# design 1

### M2 wires, design 1

Drawn at 3 px/µm.
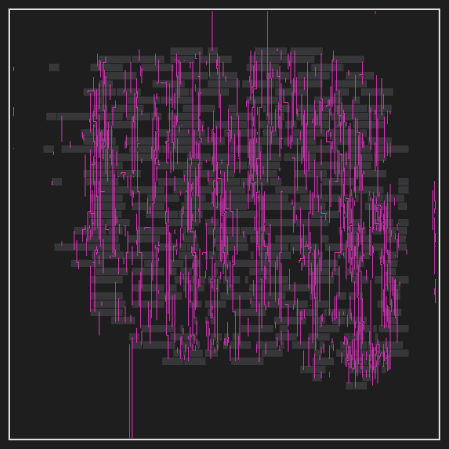
### I/O pins on the die edge, design 1

Drawn at 3 px/µm. Pins as bars across the die edge, other pins in grey.
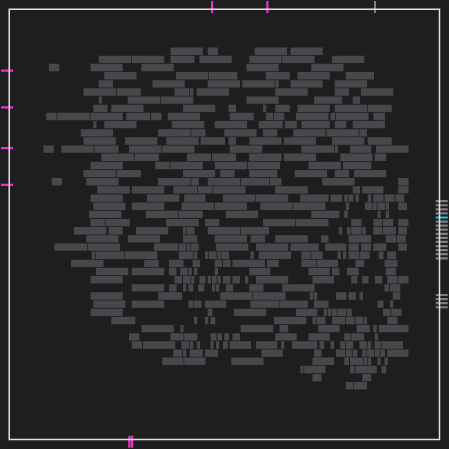
### Signal metal coverage by tile, design 1

Drawn at 2 px/µm. 29 x 29 tiles, from dark blue (low) to red (high), scaled to the fullest tile. Values are wire area over tile area, all layers added.
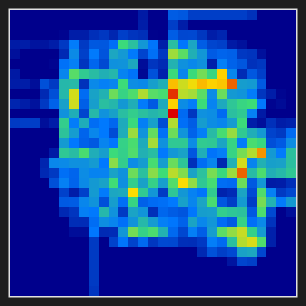
File: src/rtl/oisc8_pkg.sv
// Shared oisc8 definitions: IBus address map, instruction fields and
// the status/control bit positions of the input FIFO port.
package oisc8_pkg;

  // IBus source/destination addresses
  typedef enum logic [3:0] {
    NONE    = 4'd0,
    PC      = 4'd1,
    ALU_A   = 4'd2,
    ALU_B   = 4'd3,
    ALU_R   = 4'd4,
    IMM     = 4'd5,
    MEM     = 4'd6,
    UART    = 4'd7,
    LED     = 4'd8,
    INFIFO  = 4'd9,
    INFIFOS = 4'd10
  } bus_addr_e;

  typedef struct packed {
    bus_addr_e dst;
    bus_addr_e src;
  } instr_t;

  // Input FIFO status byte layout; count occupies bits [4:0]
  localparam int STAT_EMPTY = 7;
  localparam int STAT_FULL  = 6;
  localparam int STAT_UDF   = 5;
  // Input FIFO control byte
  localparam int CTRL_FLUSH = 0;

endpackage

File: src/rtl/IBus.sv
// oisc8 instruction bus. Read data is an OR of every source's
// contribution; unselected sources contribute zero.
interface IBus (
  input logic clk,
  input logic rst
);
  import oisc8_pkg::*;

  instr_t     instr;
  logic [7:0] data;
  logic [7:0] infifo_rd;  // contribution of the input FIFO port
  logic [7:0] host_rd;    // contribution of every other source

  assign data = infifo_rd | host_rd;

  modport infifo (input clk, rst, instr, data, output infifo_rd);
  modport host   (input clk, rst, data, infifo_rd, output instr, host_rd);
endinterface

File: src/rtl/sync_fifo.sv
// Single-clock FIFO with explicit occupancy counter. Pushes into a
// full FIFO and pops from an empty one are ignored; flush wins over both.
module sync_fifo #(
  parameter int W     = 8,
  parameter int DEPTH = 16
) (
  input  logic                   clk_i,
  input  logic                   rst_i,
  input  logic                   push_i,
  input  logic [W-1:0]           wdata_i,
  input  logic                   pop_i,
  input  logic                   flush_i,
  output logic [W-1:0]           head_o,
  output logic [$clog2(DEPTH):0] count_o,
  output logic                   full_o,
  output logic                   empty_o
);
  localparam int AW = $clog2(DEPTH);
  localparam int CW = AW + 1;

  logic [W-1:0]  mem_q [DEPTH];
  logic [AW-1:0] wr_ptr_q, wr_ptr_d;
  logic [AW-1:0] rd_ptr_q, rd_ptr_d;
  logic [CW-1:0] cnt_q, cnt_d;
  logic          do_push, do_pop;

  assign full_o  = (cnt_q == CW'(DEPTH));
  assign empty_o = (cnt_q == '0);
  assign count_o = cnt_q;
  assign head_o  = mem_q[rd_ptr_q];
  assign do_push = push_i && !full_o && !flush_i;
  assign do_pop  = pop_i && !empty_o && !flush_i;

  // Next pointers and occupancy; simultaneous push and pop leave count unchanged
  always_comb begin
    wr_ptr_d = wr_ptr_q;
    rd_ptr_d = rd_ptr_q;
    cnt_d    = cnt_q;
    if (flush_i) begin
      wr_ptr_d = '0;
      rd_ptr_d = '0;
      cnt_d    = '0;
    end else begin
      if (do_push) wr_ptr_d = wr_ptr_q + 1'b1;
      if (do_pop)  rd_ptr_d = rd_ptr_q + 1'b1;
      case ({do_push, do_pop})
        2'b10:   cnt_d = cnt_q + 1'b1;
        2'b01:   cnt_d = cnt_q - 1'b1;
        default: cnt_d = cnt_q;
      endcase
    end
  end

  // Pointer/count state; reset discards any push or pop in that cycle
  always_ff @(posedge clk_i) begin
    if (rst_i) begin
      wr_ptr_q <= '0;
      rd_ptr_q <= '0;
      cnt_q    <= '0;
    end else begin
      wr_ptr_q <= wr_ptr_d;
      rd_ptr_q <= rd_ptr_d;
      cnt_q    <= cnt_d;
    end
  end

  // Storage write; contents need no reset
  always_ff @(posedge clk_i) begin
    if (do_push && !rst_i) mem_q[wr_ptr_q] <= wdata_i;
  end

endmodule

File: src/rtl/oisc8_infifo_block.sv
// Byte-stream input port: producer pushes over valid/ready, the CPU pops
// by naming ADDR_DATA as source, and reads status / writes flush at ADDR_STAT.
module oisc8_infifo_block
  import oisc8_pkg::*;
#(
  parameter int        DEPTH     = 16,
  parameter bus_addr_e ADDR_DATA = INFIFO,
  parameter bus_addr_e ADDR_STAT = INFIFOS
) (
  IBus.infifo        bus,
  input  logic [7:0] in_data,
  input  logic       in_valid,
  output logic       in_ready
);
  localparam int CW = $clog2(DEPTH) + 1;

  logic [7:0]    head;
  logic [CW-1:0] count;
  logic          full, empty;
  logic          pop_sel, stat_sel, flush_now, push, pop;
  logic          udf_q, udf_d;
  logic [7:0]    stat;
  logic          unused_wdata;

  assign pop_sel   = (bus.instr.src == ADDR_DATA);
  assign stat_sel  = (bus.instr.src == ADDR_STAT);
  assign flush_now = (bus.instr.dst == ADDR_STAT) && bus.data[CTRL_FLUSH];
  assign in_ready  = !bus.rst && !full && !flush_now;
  assign push      = in_valid && in_ready;
  assign pop       = pop_sel && !empty;
  // Only the flush bit of a control write is meaningful
  assign unused_wdata = ^bus.data[7:1];

  sync_fifo #(
    .W     (8),
    .DEPTH (DEPTH)
  ) u_fifo (
    .clk_i   (bus.clk),
    .rst_i   (bus.rst),
    .push_i  (push),
    .wdata_i (in_data),
    .pop_i   (pop),
    .flush_i (flush_now),
    .head_o  (head),
    .count_o (count),
    .full_o  (full),
    .empty_o (empty)
  );

  // Status byte: flags on top, occupancy in the low five bits
  always_comb begin
    stat             = '0;
    stat[4:0]        = 5'(count);
    stat[STAT_EMPTY] = empty;
    stat[STAT_FULL]  = full;
    stat[STAT_UDF]   = udf_q;
  end

  // Read mux: head on pop (zero when empty), status, else no contribution
  always_comb begin
    bus.infifo_rd = 8'h00;
    if (pop_sel)       bus.infifo_rd = empty ? 8'h00 : head;
    else if (stat_sel) bus.infifo_rd = stat;
  end

  // Sticky underflow: cleared by a status read, but a same-cycle underflow wins
  always_comb begin
    udf_d = udf_q;
    if (stat_sel)          udf_d = 1'b0;
    if (pop_sel && empty)  udf_d = 1'b1;
  end

  // Underflow flag register
  always_ff @(posedge bus.clk) begin
    if (bus.rst) udf_q <= 1'b0;
    else         udf_q <= udf_d;
  end

endmodule
File: src/flat_wrapper.sv
// flat-port wrapper written by rule: the top's interface ports become plain ports
module oisc8_infifo_block_flat import oisc8_pkg::*;
#(
  parameter int        DEPTH     = 16,
  parameter bus_addr_e ADDR_DATA = INFIFO,
  parameter bus_addr_e ADDR_STAT = INFIFOS
)
  (in_data, in_valid, in_ready, clk, rst, bus_instr, bus_infifo_rd);
  IBus bus_i (.clk(clk), .rst(rst));
  input  logic [7:0] in_data;
  input  logic in_valid;
  output logic in_ready;
  input wire logic clk;
  input wire logic rst;
  input wire logic [$bits(bus_i.instr)-1:0] bus_instr;
  output wire logic [$bits(bus_i.infifo_rd)-1:0] bus_infifo_rd;
  assign bus_i.instr = bus_instr;
  assign bus_infifo_rd = bus_i.infifo_rd;
  oisc8_infifo_block #(.DEPTH(DEPTH), .ADDR_DATA(ADDR_DATA), .ADDR_STAT(ADDR_STAT)) u_core (.bus(bus_i), .in_data(in_data), .in_valid(in_valid), .in_ready(in_ready));
endmodule
File: config.mk
export PLATFORM = sky130hd
export DESIGN_NAME = oisc8_infifo_block_flat
export DESIGN_NICKNAME = d
export VERILOG_FILES = /design/src/rtl/oisc8_pkg.sv /design/src/rtl/IBus.sv /design/src/rtl/sync_fifo.sv /design/src/rtl/oisc8_infifo_block.sv /design/src/flat_wrapper.sv
export SDC_FILE = /design/constraint.sdc
export NUM_CORES = 1
export LEC_CHECK = 0
export CORE_MARGIN = 10
export CORE_UTILIZATION = 40
export CTS_BUF_LIST = sky130_fd_sc_hd__clkbuf_8
export DETAILED_ROUTE_END_ITERATION = 12
export SLEW_MARGIN = 10
export SYNTH_ARGS = -nofsm -noshare
export SYNTH_HDL_FRONTEND = slang
export SYNTH_SLANG_ARGS = --single-unit
File: constraint.sdc
create_clock -name clk -period 3.4 [get_ports clk]
set_input_delay 0.68 -clock clk [delete_from_list [all_inputs] [get_ports clk]]
set_output_delay 0.68 -clock clk [all_outputs]
set_load 0.01 [all_outputs]
==> notes.md <==
Physical implementation

The run finished with clean final reports. The worst setup slack after layout is 0.1492 ns. The finished cells cover 7134 µm². The biggest area contributor in the post-synthesis netlist is sky130_fd_sc_hd__edfxtp_1. The area growth from synthesis to layout is 18.00%. The fraction of cell area in sequential cells is reported as roughly three fifths.

The average footprint of a synthesized cell is around 18 µm². The worst hold path startpoint is u_core.u_fifo.rd_ptr_q[3]. Per the summary, power density relative to cell area is 442.0 nW/µm². Looking at the clock tree report, the root buffer type is sky130_fd_sc_hd__clkbuf_8. Setup repair after global routing left no endpoint under its margin. The fraction of synthesized cell area taken by the top area cell type is 63.58%. The largest buffer count on any clock path is 2.

The register with the most flip-flops is u_core.u_fifo.mem_q. The number of levels in the clock H-tree is 4. For reference, the critical path is captured by bus_infifo_rd[0]. The hold path depth is 2.

The max-slew check reports its worst relative slack as 59.84%. The highest fanout seen on the critical path is 13. Per the cell usage report, the commonest logic cells after layout are sky130_fd_sc_hd__edfxtp_1, sky130_fd_sc_hd__nor2_1, sky130_fd_sc_hd__buf_4. In the log, the iteration count for the first detailed-route pass is 4. The number of antenna diodes in the final layout is 0. The post-synthesis compound-gate area fraction is roughly 3.6%.

The number of routed nets with antenna violations is 0. Per the finish-stage timing summary, setup violations number 0. The number of standard cells in the final layout excluding fillers is approximately 600. The overall chip area is 20430 µm². The highest metal layer carrying signal wires in the routed design is met4. The dominant combinational cell family by area after synthesis is multiplexers. After the first detailed-routing iteration, the DRC count stood at 187. STA classifies the critical path startpoint as a register. The post-synthesis instance area is between 6000 and 7000 µm².

The power report attributes to the combinational group a share of 4.0%. Final hold analysis gives a worst-case slack of 0.5395 ns. Routing resource usage on met1 recorded by global route was 15.91%. The HPWL after detailed placement is 7975 µm. Switching power as a fraction of the total was reported as about a fifth. The reported net switching power is between 600 and 700 µW. The path class of the lowest-slack min-delay path is reg2reg.

In this run, the clock network consumes roughly a third of the power. The multi-input gate area in the final layout is approximately 1700 µm². The post-route netlist has approximately a quarter of its cells at a drive strength greater than 1. The synthesis report gives the async set-or-reset register share as 0%. The worst-margin pin slew is 0.6006 ns. The fraction of power consumed by sequential logic is between 60% and 70%. The number of synthesized register bits is about 150. Data on the critical path is required at its endpoint by between 2 and 3 ns.

STA puts the critical path data arrival time at 2.57 ns. The sequential-to-total area share from yosys stat is between 60% and 70%. 28 I/O pins were placed. The commonest cells after synthesis are sky130_fd_sc_hd__edfxtp_1, sky130_fd_sc_hd__nor2_1, sky130_fd_sc_hd__mux4_1. The maximum number of pins on one net before global-route repair is 33. Per the layout report, the design carries 17 clock buffers. The number of nets at floorplan is approximately 360. Listed in order, past its start point the critical path passes buf_12, buf_4, buf_12, mux4_2, mux2_2, a221o_1, dlygate4sd2_1.

Together, buffers and inverters on the worst path number 4. The power attributed to the clock group is between 1 and 1.5 mW. The via count of the first global-routing pass is about 3200. The number of logic gates is around 160. The OpenROAD warning count is 29.

The chip area from the yosys synthesis statistics is around 6000 µm². For this run, the top clock speed supported by timing is 0.3076 GHz. The tally of filler cells in the layout is 1235. Pins over their slew limit in the final report were tallied at 0. According to the cell report, flip-flops and latches in the layout number between 100 and 150. For this design, the slowest cell found on the critical path is sky130_fd_sc_hd__mux4_2.
About 'M2 wires' of design 1:
nets with wire on the layer	367
main direction	vertical
wire length on this layer	5880 µm
share of all routed wire	49%
longest straight run	42.5 µm
GR met2 Demand/Resource: 19.70%
wire length after detailed routing: 12100 µm
total number of vias: 3154

About 'I/O pins on the die edge' of design 1:
port	colour	pins	direction	edge
in_ready	cyan	1	output	right
in_data	magenta	8	input	4 left, 2 bottom, 2 top
vertical die dimension: 142.9 µm
Buffers on Ports: 27
Die X-Extent: 142.9 µm

About 'Signal metal coverage by tile' of design 1:
densest ninth of the die	middle
tiles over half the peak	8.6%
emptiest ninth of the die	bottom left
fullest tile	0.47
nearly empty tiles	36%
mean over tiles	0.092
GRT Util Overall: 12.45%
Avg WL per Cell: 20.27 µm


# design 2

### Signal metal coverage by tile, design 2

Drawn at 4 px/µm. 16 x 16 tiles, from dark blue (low) to red (high), scaled to the fullest tile. Values are wire area over tile area, all layers added.
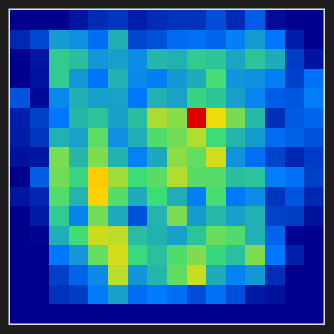
==> src/rtl/uart_cmd_sequencer.sv <==
// uart_cmd_sequencer: turns 3-bit SoC-control requests into single command
// bytes for an external UART transmitter. It mirrors the far-end controller's
// duplicate-byte suppression (last_byte) and TX routing (route_ctrl), and
// checks command echoes when the controller route is selected.
module uart_cmd_sequencer #(
   parameter bit         ECHO_EN      = 1'b1,
   parameter int         ECHO_TIMEOUT = 65536,
   parameter int         GAP_CYCLES   = 64,
   parameter logic [7:0] FILL_BYTE    = 8'hFF
) (
   input  logic       clk,
   input  logic       reset,
   input  logic       cmd_valid,
   output logic       cmd_ready,
   input  logic [2:0] cmd_code,
   output logic       done,
   output logic [1:0] status,
   output logic       busy,
   output logic       uart_tx_en,
   output logic [7:0] uart_tx_data,
   input  logic       uart_tx_busy,
   input  logic       uart_rx_valid,
   input  logic [7:0] uart_rx_data,
   output logic       route_ctrl,
   output logic [7:0] last_byte
);

   typedef enum logic [2:0] {
      S_IDLE, S_SEND, S_TX_START, S_TX_DRAIN, S_ECHO, S_GAP, S_DONE
   } state_t;

   state_t      state_q;
   logic [2:0]  cmd_q;
   logic        fill_q;
   logic        route_q;
   logic [7:0]  last_byte_q;
   logic [7:0]  tx_data_q;
   logic        done_q;
   logic [1:0]  status_q;
   logic        echo_exp_q;
   logic        armed_q;
   logic        got_q;
   logic [7:0]  rx_byte_q;
   logic [31:0] cnt_q;

   logic [7:0]  send_byte_d;
   logic        strobe_d;
   logic        route_d;
   logic        echo_exp_d;
   logic        rx_take_d;
   logic        byte_end_d;

   // Byte selection, strobe, routing model and echo capture qualification.
   // The strobe is combinational so a request can reach the TX module in the
   // cycle right after acceptance.
   always_comb begin
      send_byte_d = fill_q ? FILL_BYTE : {5'b0, cmd_q};
      strobe_d    = (state_q == S_SEND) && !uart_tx_busy;
      route_d     = route_q;
      if (send_byte_d == 8'h04) route_d = 1'b0;
      if (send_byte_d == 8'h05) route_d = 1'b1;
      echo_exp_d  = ECHO_EN && route_d;
      // In the strobe cycle capture is freshly armed, so a stale capture from
      // the previous byte must not block it.
      rx_take_d   = uart_rx_valid &&
                    (strobe_d ? echo_exp_d : (armed_q && echo_exp_q && !got_q));
      byte_end_d  = 1'b0;
      case (state_q)
         S_TX_DRAIN: byte_end_d = !uart_tx_busy && !echo_exp_q && (GAP_CYCLES == 0);
         S_ECHO:     byte_end_d = got_q && (rx_byte_q == tx_data_q) && (GAP_CYCLES == 0);
         S_GAP:      byte_end_d = (cnt_q == 32'(GAP_CYCLES - 1));
         default:    byte_end_d = 1'b0;
      endcase
   end

   assign cmd_ready    = (state_q == S_IDLE);
   assign busy         = (state_q != S_IDLE);
   assign uart_tx_en   = strobe_d;
   assign uart_tx_data = strobe_d ? send_byte_d : tx_data_q;
   assign done         = done_q;
   assign status       = status_q;
   assign route_ctrl   = route_q;
   assign last_byte    = last_byte_q;

   // Sequencer FSM with registered status/done and the controller model.
   always_ff @(posedge clk) begin
      if (reset) begin
         state_q     <= S_IDLE;
         cmd_q       <= 3'd0;
         fill_q      <= 1'b0;
         route_q     <= 1'b0;
         last_byte_q <= 8'hFF;
         tx_data_q   <= 8'h00;
         done_q      <= 1'b0;
         status_q    <= 2'b00;
         echo_exp_q  <= 1'b0;
         armed_q     <= 1'b0;
         got_q       <= 1'b0;
         rx_byte_q   <= 8'h00;
         cnt_q       <= 32'd0;
      end else begin
         done_q <= 1'b0;
         if (rx_take_d) begin
            got_q     <= 1'b1;
            rx_byte_q <= uart_rx_data;
         end
         case (state_q)
            S_IDLE: begin
               if (cmd_valid) begin
                  cmd_q   <= cmd_code;
                  fill_q  <= ({5'b0, cmd_code} == last_byte_q);
                  state_q <= S_SEND;
               end
            end
            S_SEND: begin
               if (!uart_tx_busy) begin
                  tx_data_q   <= send_byte_d;
                  last_byte_q <= send_byte_d;
                  route_q     <= route_d;
                  echo_exp_q  <= echo_exp_d;
                  armed_q     <= 1'b1;
                  got_q       <= rx_take_d;
                  state_q     <= S_TX_START;
               end
            end
            S_TX_START: begin
               if (uart_tx_busy) state_q <= S_TX_DRAIN;
            end
            S_TX_DRAIN: begin
               if (!uart_tx_busy) begin
                  cnt_q   <= 32'd0;
                  state_q <= echo_exp_q ? S_ECHO : S_GAP;
               end
            end
            S_ECHO: begin
               if (got_q) begin
                  armed_q <= 1'b0;
                  if (rx_byte_q == tx_data_q) begin
                     cnt_q   <= 32'd0;
                     state_q <= S_GAP;
                  end else begin
                     status_q <= 2'b10;
                     done_q   <= 1'b1;
                     state_q  <= S_DONE;
                  end
               end else if (cnt_q == 32'(ECHO_TIMEOUT)) begin
                  armed_q  <= 1'b0;
                  status_q <= 2'b01;
                  done_q   <= 1'b1;
                  state_q  <= S_DONE;
               end else begin
                  cnt_q <= cnt_q + 32'd1;
               end
            end
            S_GAP: begin
               cnt_q <= cnt_q + 32'd1;
            end
            S_DONE: begin
               armed_q <= 1'b0;
               state_q <= S_IDLE;
            end
            default: state_q <= S_IDLE;
         endcase
         // End of a byte (after the gap): either the command follows the
         // filler, or the request completes successfully.
         if (byte_end_d) begin
            if (fill_q) begin
               fill_q  <= 1'b0;
               state_q <= S_SEND;
            end else begin
               status_q <= 2'b00;
               done_q   <= 1'b1;
               state_q  <= S_DONE;
            end
         end
      end
   end

endmodule

==> config.mk <==
export PLATFORM = sky130hd
export DESIGN_NAME = uart_cmd_sequencer
export DESIGN_NICKNAME = d
export VERILOG_FILES = /design/src/rtl/uart_cmd_sequencer.sv
export SDC_FILE = /design/constraint.sdc
export NUM_CORES = 1
export LEC_CHECK = 0
export ABC_CLOCK_PERIOD_IN_PS = 3150
export CORE_MARGIN = 3
export CORE_UTILIZATION = 59
export CTS_CLUSTER_SIZE = 28
export DETAILED_ROUTE_END_ITERATION = 7
export GPL_TIMING_DRIVEN = 0
export PLACE_DENSITY = 0.91
export SETUP_SLACK_MARGIN = 0.2
export SLEW_MARGIN = 20
export SYNTH_ARGS = -nofsm -noshare
export SYNTH_HDL_FRONTEND = slang
export SYNTH_SLANG_ARGS = --single-unit
==> constraint.sdc <==
create_clock -name clk -period 3.15 [get_ports clk]
set_input_delay 0.4725 -clock clk [delete_from_list [all_inputs] [get_ports clk]]
set_output_delay 0.4725 -clock clk [all_outputs]
set_load 0.02 [all_outputs]
==> notes.md <==
Physical implementation

For reference, the most critical setup path is categorized as reg2out. The remaining global-route overflow is 0. The worst setup path is launched from a register. The path class of the lowest-slack min-delay path is reg2reg. The clock network fraction of total power is between 20 and 30%. Clock tree synthesis selected as its root buffer the cell sky130_fd_sc_hd__clkbuf_8. In the layout the commonest cells are sky130_fd_sc_hd__nor2_1, sky130_fd_sc_hd__dfxtp_1, sky130_fd_sc_hd__xnor2_1. The chip area from the yosys synthesis statistics is between 3000 and 4000 µm². In the final layout, the fill cell count is 363. The number of logic gates is between 200 and 300. The clock net in this run drives a total of between 60 and 70 sinks. The floorplan step defined a core boundary enclosing ~4900 µm². At floorplan, the net count of the design was reported as 388. More flip-flops sit in one register than any other, and that register is cnt_q. The synthesis log from Yosys contains 0 warnings. Ranked by total area, the top cell class in this layout is logic gates. The report gives the cell count of the worst hold path as 2. The met1 global-route usage is between 30% and 40%. For this design, Yosys synthesis ends with a cell count of between 300 and 400. The starting utilization of the core area is about 63%. Sequential cells make up 32.88% of the cell area.

The length in cells of the worst reg-to-reg path is 9. In this run the count of I/O pins placed on the die edge is 39. The chip occupies between 6000 and 7000 µm². Power comes to about 2 mW. The required time of the critical path is 2.68 ns.

A synthesized cell averages between 8 and 9 µm². Routing resource usage on met3 recorded by global route was under 10%. At the worst endpoint, the arrival time is between 2 and 2.5 ns. The first detailed-routing pass took 5 iterations. The initialized floorplan defines 25 standard-cell rows.

The run finished with clean final reports. Counting flops with a built-in enable in the synthesized netlist gives 0. The worst setup slack before clock tree synthesis is -0.1406 ns. The post-CTS setup-driven buffer insertion count is 0. The stage delay of the slowest cell on the critical path is around 0.62 ns. The power report lists cell-internal power as between 1 and 1.5 mW.

The number of sequential storage elements is slightly above 60. Entering global routing, the biggest net connects 11 pins. The wire length of the first global-routing pass is about 12000 µm. In the routed layout, each cell is associated on average with a via count of a little under 6. The most frequent cell after synthesis is sky130_fd_sc_hd__nor2_1. The number of standard cells in the final layout excluding fillers is 489. Of the total synthesized cell area, the portion taken by AND, OR, NAND and NOR gates is about a third.

Summing the areas of all fa, ha and maj instances in the mapped netlist gives less than 1% of the synthesized area.
About 'Signal metal coverage by tile' of design 2:
tiles over half the peak	16%
fullest tile	0.67
densest ninth of the die	middle
mean over tiles	0.19
nearly empty tiles	16%
emptiest ninth of the die	bottom right
Avg WL per Cell: 14.83 µm
total number of vias: 2833
GRT Util Overall: 25.06%
wire length after detailed routing: 7250 µm


# design 3

===== src/rtl/common_pkg.sv =====
`default_nettype none
// ============================================================================
// Module      : common_pkg
// Description : Shared constants and width helpers for the FIFO read path.
// Revision    : 1.0 - initial release
// ============================================================================
package common_pkg;

    // Cycles between a FIFO read request and its data appearing (SHOW_AHEAD off)
    localparam int FIFO_RD_LATENCY = 1;

    // Number of bits needed to encode 'value' distinct states, minimum 1
    function automatic int clogb2_f(input int value);
        int bits;
        bits = 1;
        for (int i = 1; i < 32; i++) begin
            if ((1 << i) < value) begin
                bits = i + 1;
            end
        end
        return bits;
    endfunction

endpackage : common_pkg
`default_nettype wire


===== src/rtl/reg_fifo_buf.sv =====
`default_nettype none
// ============================================================================
// Module      : reg_fifo_buf
// Description : Small register FIFO with simultaneous push/pop at any
//               occupancy, head-data output and overflow-drop indication.
// Revision    : 1.0 - initial release
// ============================================================================
module reg_fifo_buf
    import common_pkg::*;
#(
    parameter  int DW    = 32,
    parameter  int DEPTH = 3,
    localparam int OCC_W = clogb2_f(DEPTH + 1),
    localparam int PTR_W = clogb2_f(DEPTH)
) (
    input  logic             clk,
    input  logic             arstn,
    input  logic             push,
    input  logic [DW-1:0]    push_data,
    input  logic             pop,
    output logic [OCC_W-1:0] occ,
    output logic [DW-1:0]    head_data,
    output logic             empty,
    output logic             drop
);

    localparam logic [OCC_W-1:0] C_OCC_FULL = OCC_W'(DEPTH);
    localparam logic [PTR_W-1:0] C_PTR_LAST = PTR_W'(DEPTH - 1);

    logic [DW-1:0]    r_mem [DEPTH];
    logic [PTR_W-1:0] r_head;
    logic [PTR_W-1:0] r_tail;
    logic [OCC_W-1:0] r_occ;

    logic w_full;
    logic w_pop;
    logic w_push;

    // Depth need not be a power of two, so the wrap is an explicit compare
    function automatic logic [PTR_W-1:0] ptr_inc(input logic [PTR_W-1:0] p);
        return (p == C_PTR_LAST) ? '0 : p + PTR_W'(1);
    endfunction

    // A pop frees a slot in the same cycle, so a push into a full buffer is
    // accepted when paired with a pop; otherwise it is dropped
    always_comb begin
        w_full = (r_occ == C_OCC_FULL);
        w_pop  = pop && (r_occ != '0);
        w_push = push && (!w_full || w_pop);
        drop   = push && w_full && !w_pop;
    end

    // Storage write at tail; cleared on reset so head data reads zero
    always_ff @(posedge clk or negedge arstn) begin
        if (!arstn) begin
            for (int i = 0; i < DEPTH; i++) begin
                r_mem[i] <= '0;
            end
        end else if (w_push) begin
            r_mem[r_tail] <= push_data;
        end
    end

    // Head/tail pointers and occupancy bookkeeping
    always_ff @(posedge clk or negedge arstn) begin
        if (!arstn) begin
            r_head <= '0;
            r_tail <= '0;
            r_occ  <= '0;
        end else begin
            if (w_push) begin
                r_tail <= ptr_inc(r_tail);
            end
            if (w_pop) begin
                r_head <= ptr_inc(r_head);
            end
            case ({w_push, w_pop})
                2'b10:   r_occ <= r_occ + OCC_W'(1);
                2'b01:   r_occ <= r_occ - OCC_W'(1);
                default: r_occ <= r_occ;
            endcase
        end
    end

    assign occ       = r_occ;
    assign empty     = (r_occ == '0);
    assign head_data = r_mem[r_head];

endmodule : reg_fifo_buf
`default_nettype wire


===== src/rtl/fifo_stream_reader.sv =====
`default_nettype none
// ============================================================================
// Module      : fifo_stream_reader
// Description : Read-side master for a non-show-ahead FIFO. Issues read
//               requests against available buffer credit, absorbs the read
//               latency in a register buffer and presents a valid/ready
//               stream with transfer counter and sticky protocol error.
// Revision    : 1.0 - initial release
// ============================================================================
module fifo_stream_reader
    import common_pkg::*;
#(
    parameter int DW        = 32,
    parameter int BUF_DEPTH = 3,   // legal 2..8; >= 3 for one word per cycle
    parameter int CNT_W     = 32
) (
    input  logic             clk_i,
    input  logic             arstn_i,
    input  logic             en_i,
    input  logic             fifo_empty_i,
    output logic             fifo_req_o,
    input  logic             fifo_valid_i,
    input  logic [DW-1:0]    fifo_data_i,
    output logic             m_valid_o,
    output logic [DW-1:0]    m_data_o,
    input  logic             m_ready_i,
    output logic [CNT_W-1:0] xfer_cnt_o,
    output logic             err_o
);

    localparam int OCC_W = clogb2_f(BUF_DEPTH + 1);
    localparam int SUM_W = OCC_W + 1;
    localparam logic [SUM_W-1:0] C_DEPTH = SUM_W'(BUF_DEPTH);

    logic [FIFO_RD_LATENCY-1:0] r_inflight;
    logic [CNT_W-1:0]           r_xfer_cnt;
    logic                       r_err;

    logic [OCC_W-1:0] w_occ;
    logic             w_buf_empty;
    logic             w_drop;
    logic             w_pop;
    logic             w_inflight;
    logic [SUM_W-1:0] w_credit_used;
    logic             w_req;
    logic             w_err_set;

    // Credit check uses registered state only; the stream ready never
    // reaches the request path. A word already requested is counted as
    // occupying a slot so the buffer can never overflow.
    always_comb begin
        w_inflight    = |r_inflight;
        w_credit_used = {1'b0, w_occ} + SUM_W'(w_inflight);
        w_req         = en_i && !fifo_empty_i && (w_credit_used < C_DEPTH);
        w_pop         = m_valid_o && m_ready_i;
        w_err_set     = (fifo_valid_i && !w_inflight)
                      || (w_inflight && !fifo_valid_i)
                      || w_drop;
    end

    // Request is held low for the whole time reset is asserted
    assign fifo_req_o = w_req && arstn_i;

    // Track the outstanding request whose data lands next cycle
    always_ff @(posedge clk_i or negedge arstn_i) begin
        if (!arstn_i) begin
            r_inflight <= '0;
        end else begin
            r_inflight <= FIFO_RD_LATENCY'(w_req);
        end
    end

    // Completed stream transfers, wrapping naturally
    always_ff @(posedge clk_i or negedge arstn_i) begin
        if (!arstn_i) begin
            r_xfer_cnt <= '0;
        end else if (w_pop) begin
            r_xfer_cnt <= r_xfer_cnt + CNT_W'(1);
        end
    end

    // Sticky protocol error: unsolicited word, lost word or overflow drop
    always_ff @(posedge clk_i or negedge arstn_i) begin
        if (!arstn_i) begin
            r_err <= 1'b0;
        end else if (w_err_set) begin
            r_err <= 1'b1;
        end
    end

    reg_fifo_buf #(
        .DW    (DW),
        .DEPTH (BUF_DEPTH)
    ) u_buf (
        .clk       (clk_i),
        .arstn     (arstn_i),
        .push      (fifo_valid_i),
        .push_data (fifo_data_i),
        .pop       (w_pop),
        .occ       (w_occ),
        .head_data (m_data_o),
        .empty     (w_buf_empty),
        .drop      (w_drop)
    );

    assign m_valid_o  = !w_buf_empty;
    assign xfer_cnt_o = r_xfer_cnt;
    assign err_o      = r_err;

endmodule : fifo_stream_reader
`default_nettype wire


===== config.mk =====
export PLATFORM = sky130hd
export DESIGN_NAME = fifo_stream_reader
export DESIGN_NICKNAME = d
export VERILOG_FILES = /design/src/rtl/common_pkg.sv /design/src/rtl/reg_fifo_buf.sv /design/src/rtl/fifo_stream_reader.sv
export SDC_FILE = /design/constraint.sdc
export NUM_CORES = 1
export LEC_CHECK = 0
export CORE_UTILIZATION = 40
export DETAILED_ROUTE_END_ITERATION = 7
export PLACE_DENSITY_LB_ADDON = 0.25
export SYNTH_ARGS = -nofsm -noshare
export SYNTH_HDL_FRONTEND = slang
export SYNTH_SLANG_ARGS = --single-unit

===== constraint.sdc =====
create_clock -name clk_i -period 6.02 [get_ports clk_i]
set_input_delay 1.505 -clock clk_i [delete_from_list [all_inputs] [get_ports clk_i]]
set_output_delay 1.505 -clock clk_i [all_outputs]
set_load 0.05 [all_outputs]

### Signal metal coverage by tile, design 3

Drawn at 2 px/µm. 36 x 36 tiles, from dark blue (low) to red (high), scaled to the fullest tile. Values are wire area over tile area, all layers added.
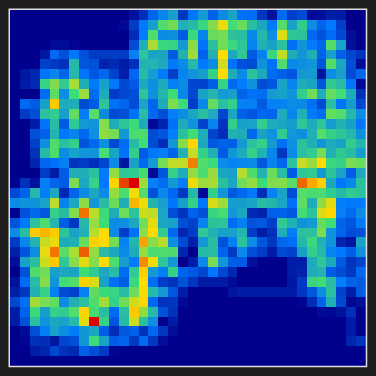
mean over tiles	0.13
emptiest ninth of the die	bottom right
nearly empty tiles	20%
tiles over half the peak	14%
fullest tile	0.50
Avg WL per Cell: 16.10 µm
GRT Util Overall: 17.68%
wire length after detailed routing: 27370 µm

### M3 wires, design 3

Drawn at 3 px/µm.
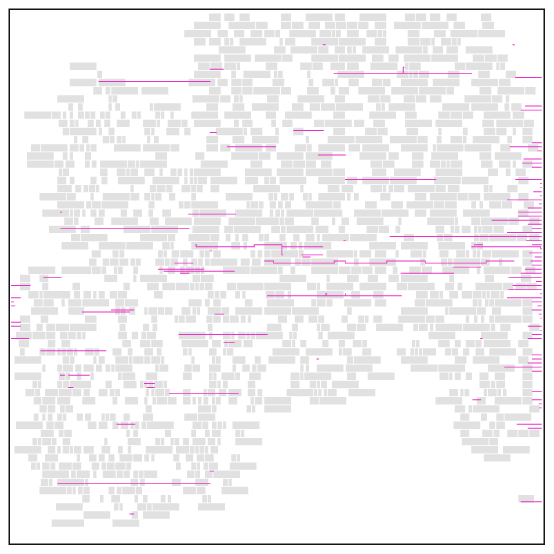
longest straight run	50.8 µm
nets with wire on the layer	91
share of all routed wire	3.8%
total number of vias: 9156
met3 track demand over resource: 2.635%

### I/O pins on the die edge, design 3

Drawn at 3 px/µm. Pins as bars across the die edge, other pins in grey.
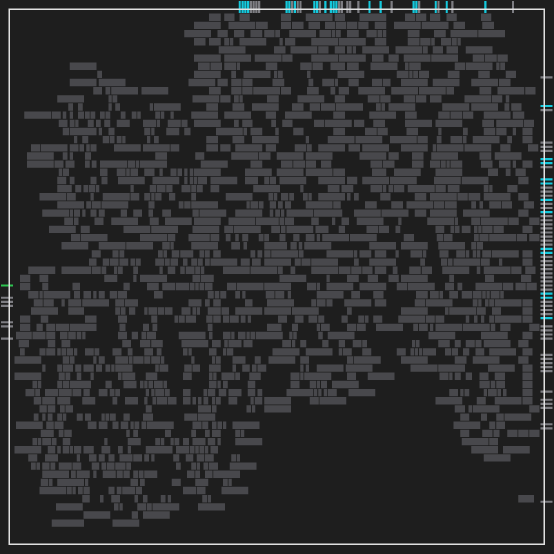
port	colour	pins	direction	edge
err_o	green	1	output	left
fifo_data_i	cyan	32	input	20 top, 12 right
all pins by edge	60 right, 38 top, 7 left
Die X-Extent: 177.9 µm
Buffers on Ports: 104

==> notes.md <==
Physical implementation

The starting utilization of the core area is around 41%. The hold path endpoint is u_buf.r_head[31]. The reported net switching power is 2.654 mW. Detailed-route iteration 0 reported a violation count of 486. The stat command in Yosys gives a chip area of between 10000 and 15000 µm². The register with the most flip-flops is u_buf.r_mem. The post-CTS clock slew at the launch and capture registers of the worst setup and hold paths is around 0.050 ns. Looking at the max-slew report, the worst-margin pin has a slew of ~1.1 ns. The uppermost layer routed is met4. STA on the placed design reports a worst setup slack of approximately 0.62 ns. The number of setup violations in the final report is 0. The combined flip-flop and latch cell area is about 5700 µm². The post-layout total power is between 6 and 7 mW. The via count of the first global-routing pass is ~9000. The number of sequential storage elements is 226. At the worst endpoint, the required time is between 4 and 5 ns. STA classifies the critical path startpoint as a register. The flow ran to the end, and the final reports show no timing, DRC or antenna violations.

The number of buffers created by CTS is 27. The synthesis report names the predominant flop master as sky130_fd_sc_hd__dfrtp_1. The post-synthesis instance area is between 10000 and 15000 µm². Once placement completed, the tool counted placed cells totaling 1652. For the worst-skew pair, the clock arrives at the later sink with an insertion delay of roughly 0.54 ns. The post-synth count of flops with an enable pin is 0. In the synthesized netlist, the dominant kind of combinational cell is simple AND/OR/NAND/NOR gates. The non-clock inverter instance count of the final layout is 20. The cell class ranked first by area is logic gates. Once placement finished, the instance area stood at 13780 µm². For this design the static power due to leakage is about 6.3 nW. The number of levels in the clock H-tree is 1.

The tally of filler cells in the layout is ~2800. The met2 track utilization from global routing is about 28%. The count of inserted antenna diode cells is 0.

The cell taking the most area after synthesis is sky130_fd_sc_hd__dfrtp_1. The count of instances resized after the clock tree is built is 0. The clock sink total is 226. The total of hold buffers inserted after clock tree synthesis is 0.

Power is estimated from default activity; no workload was simulated.
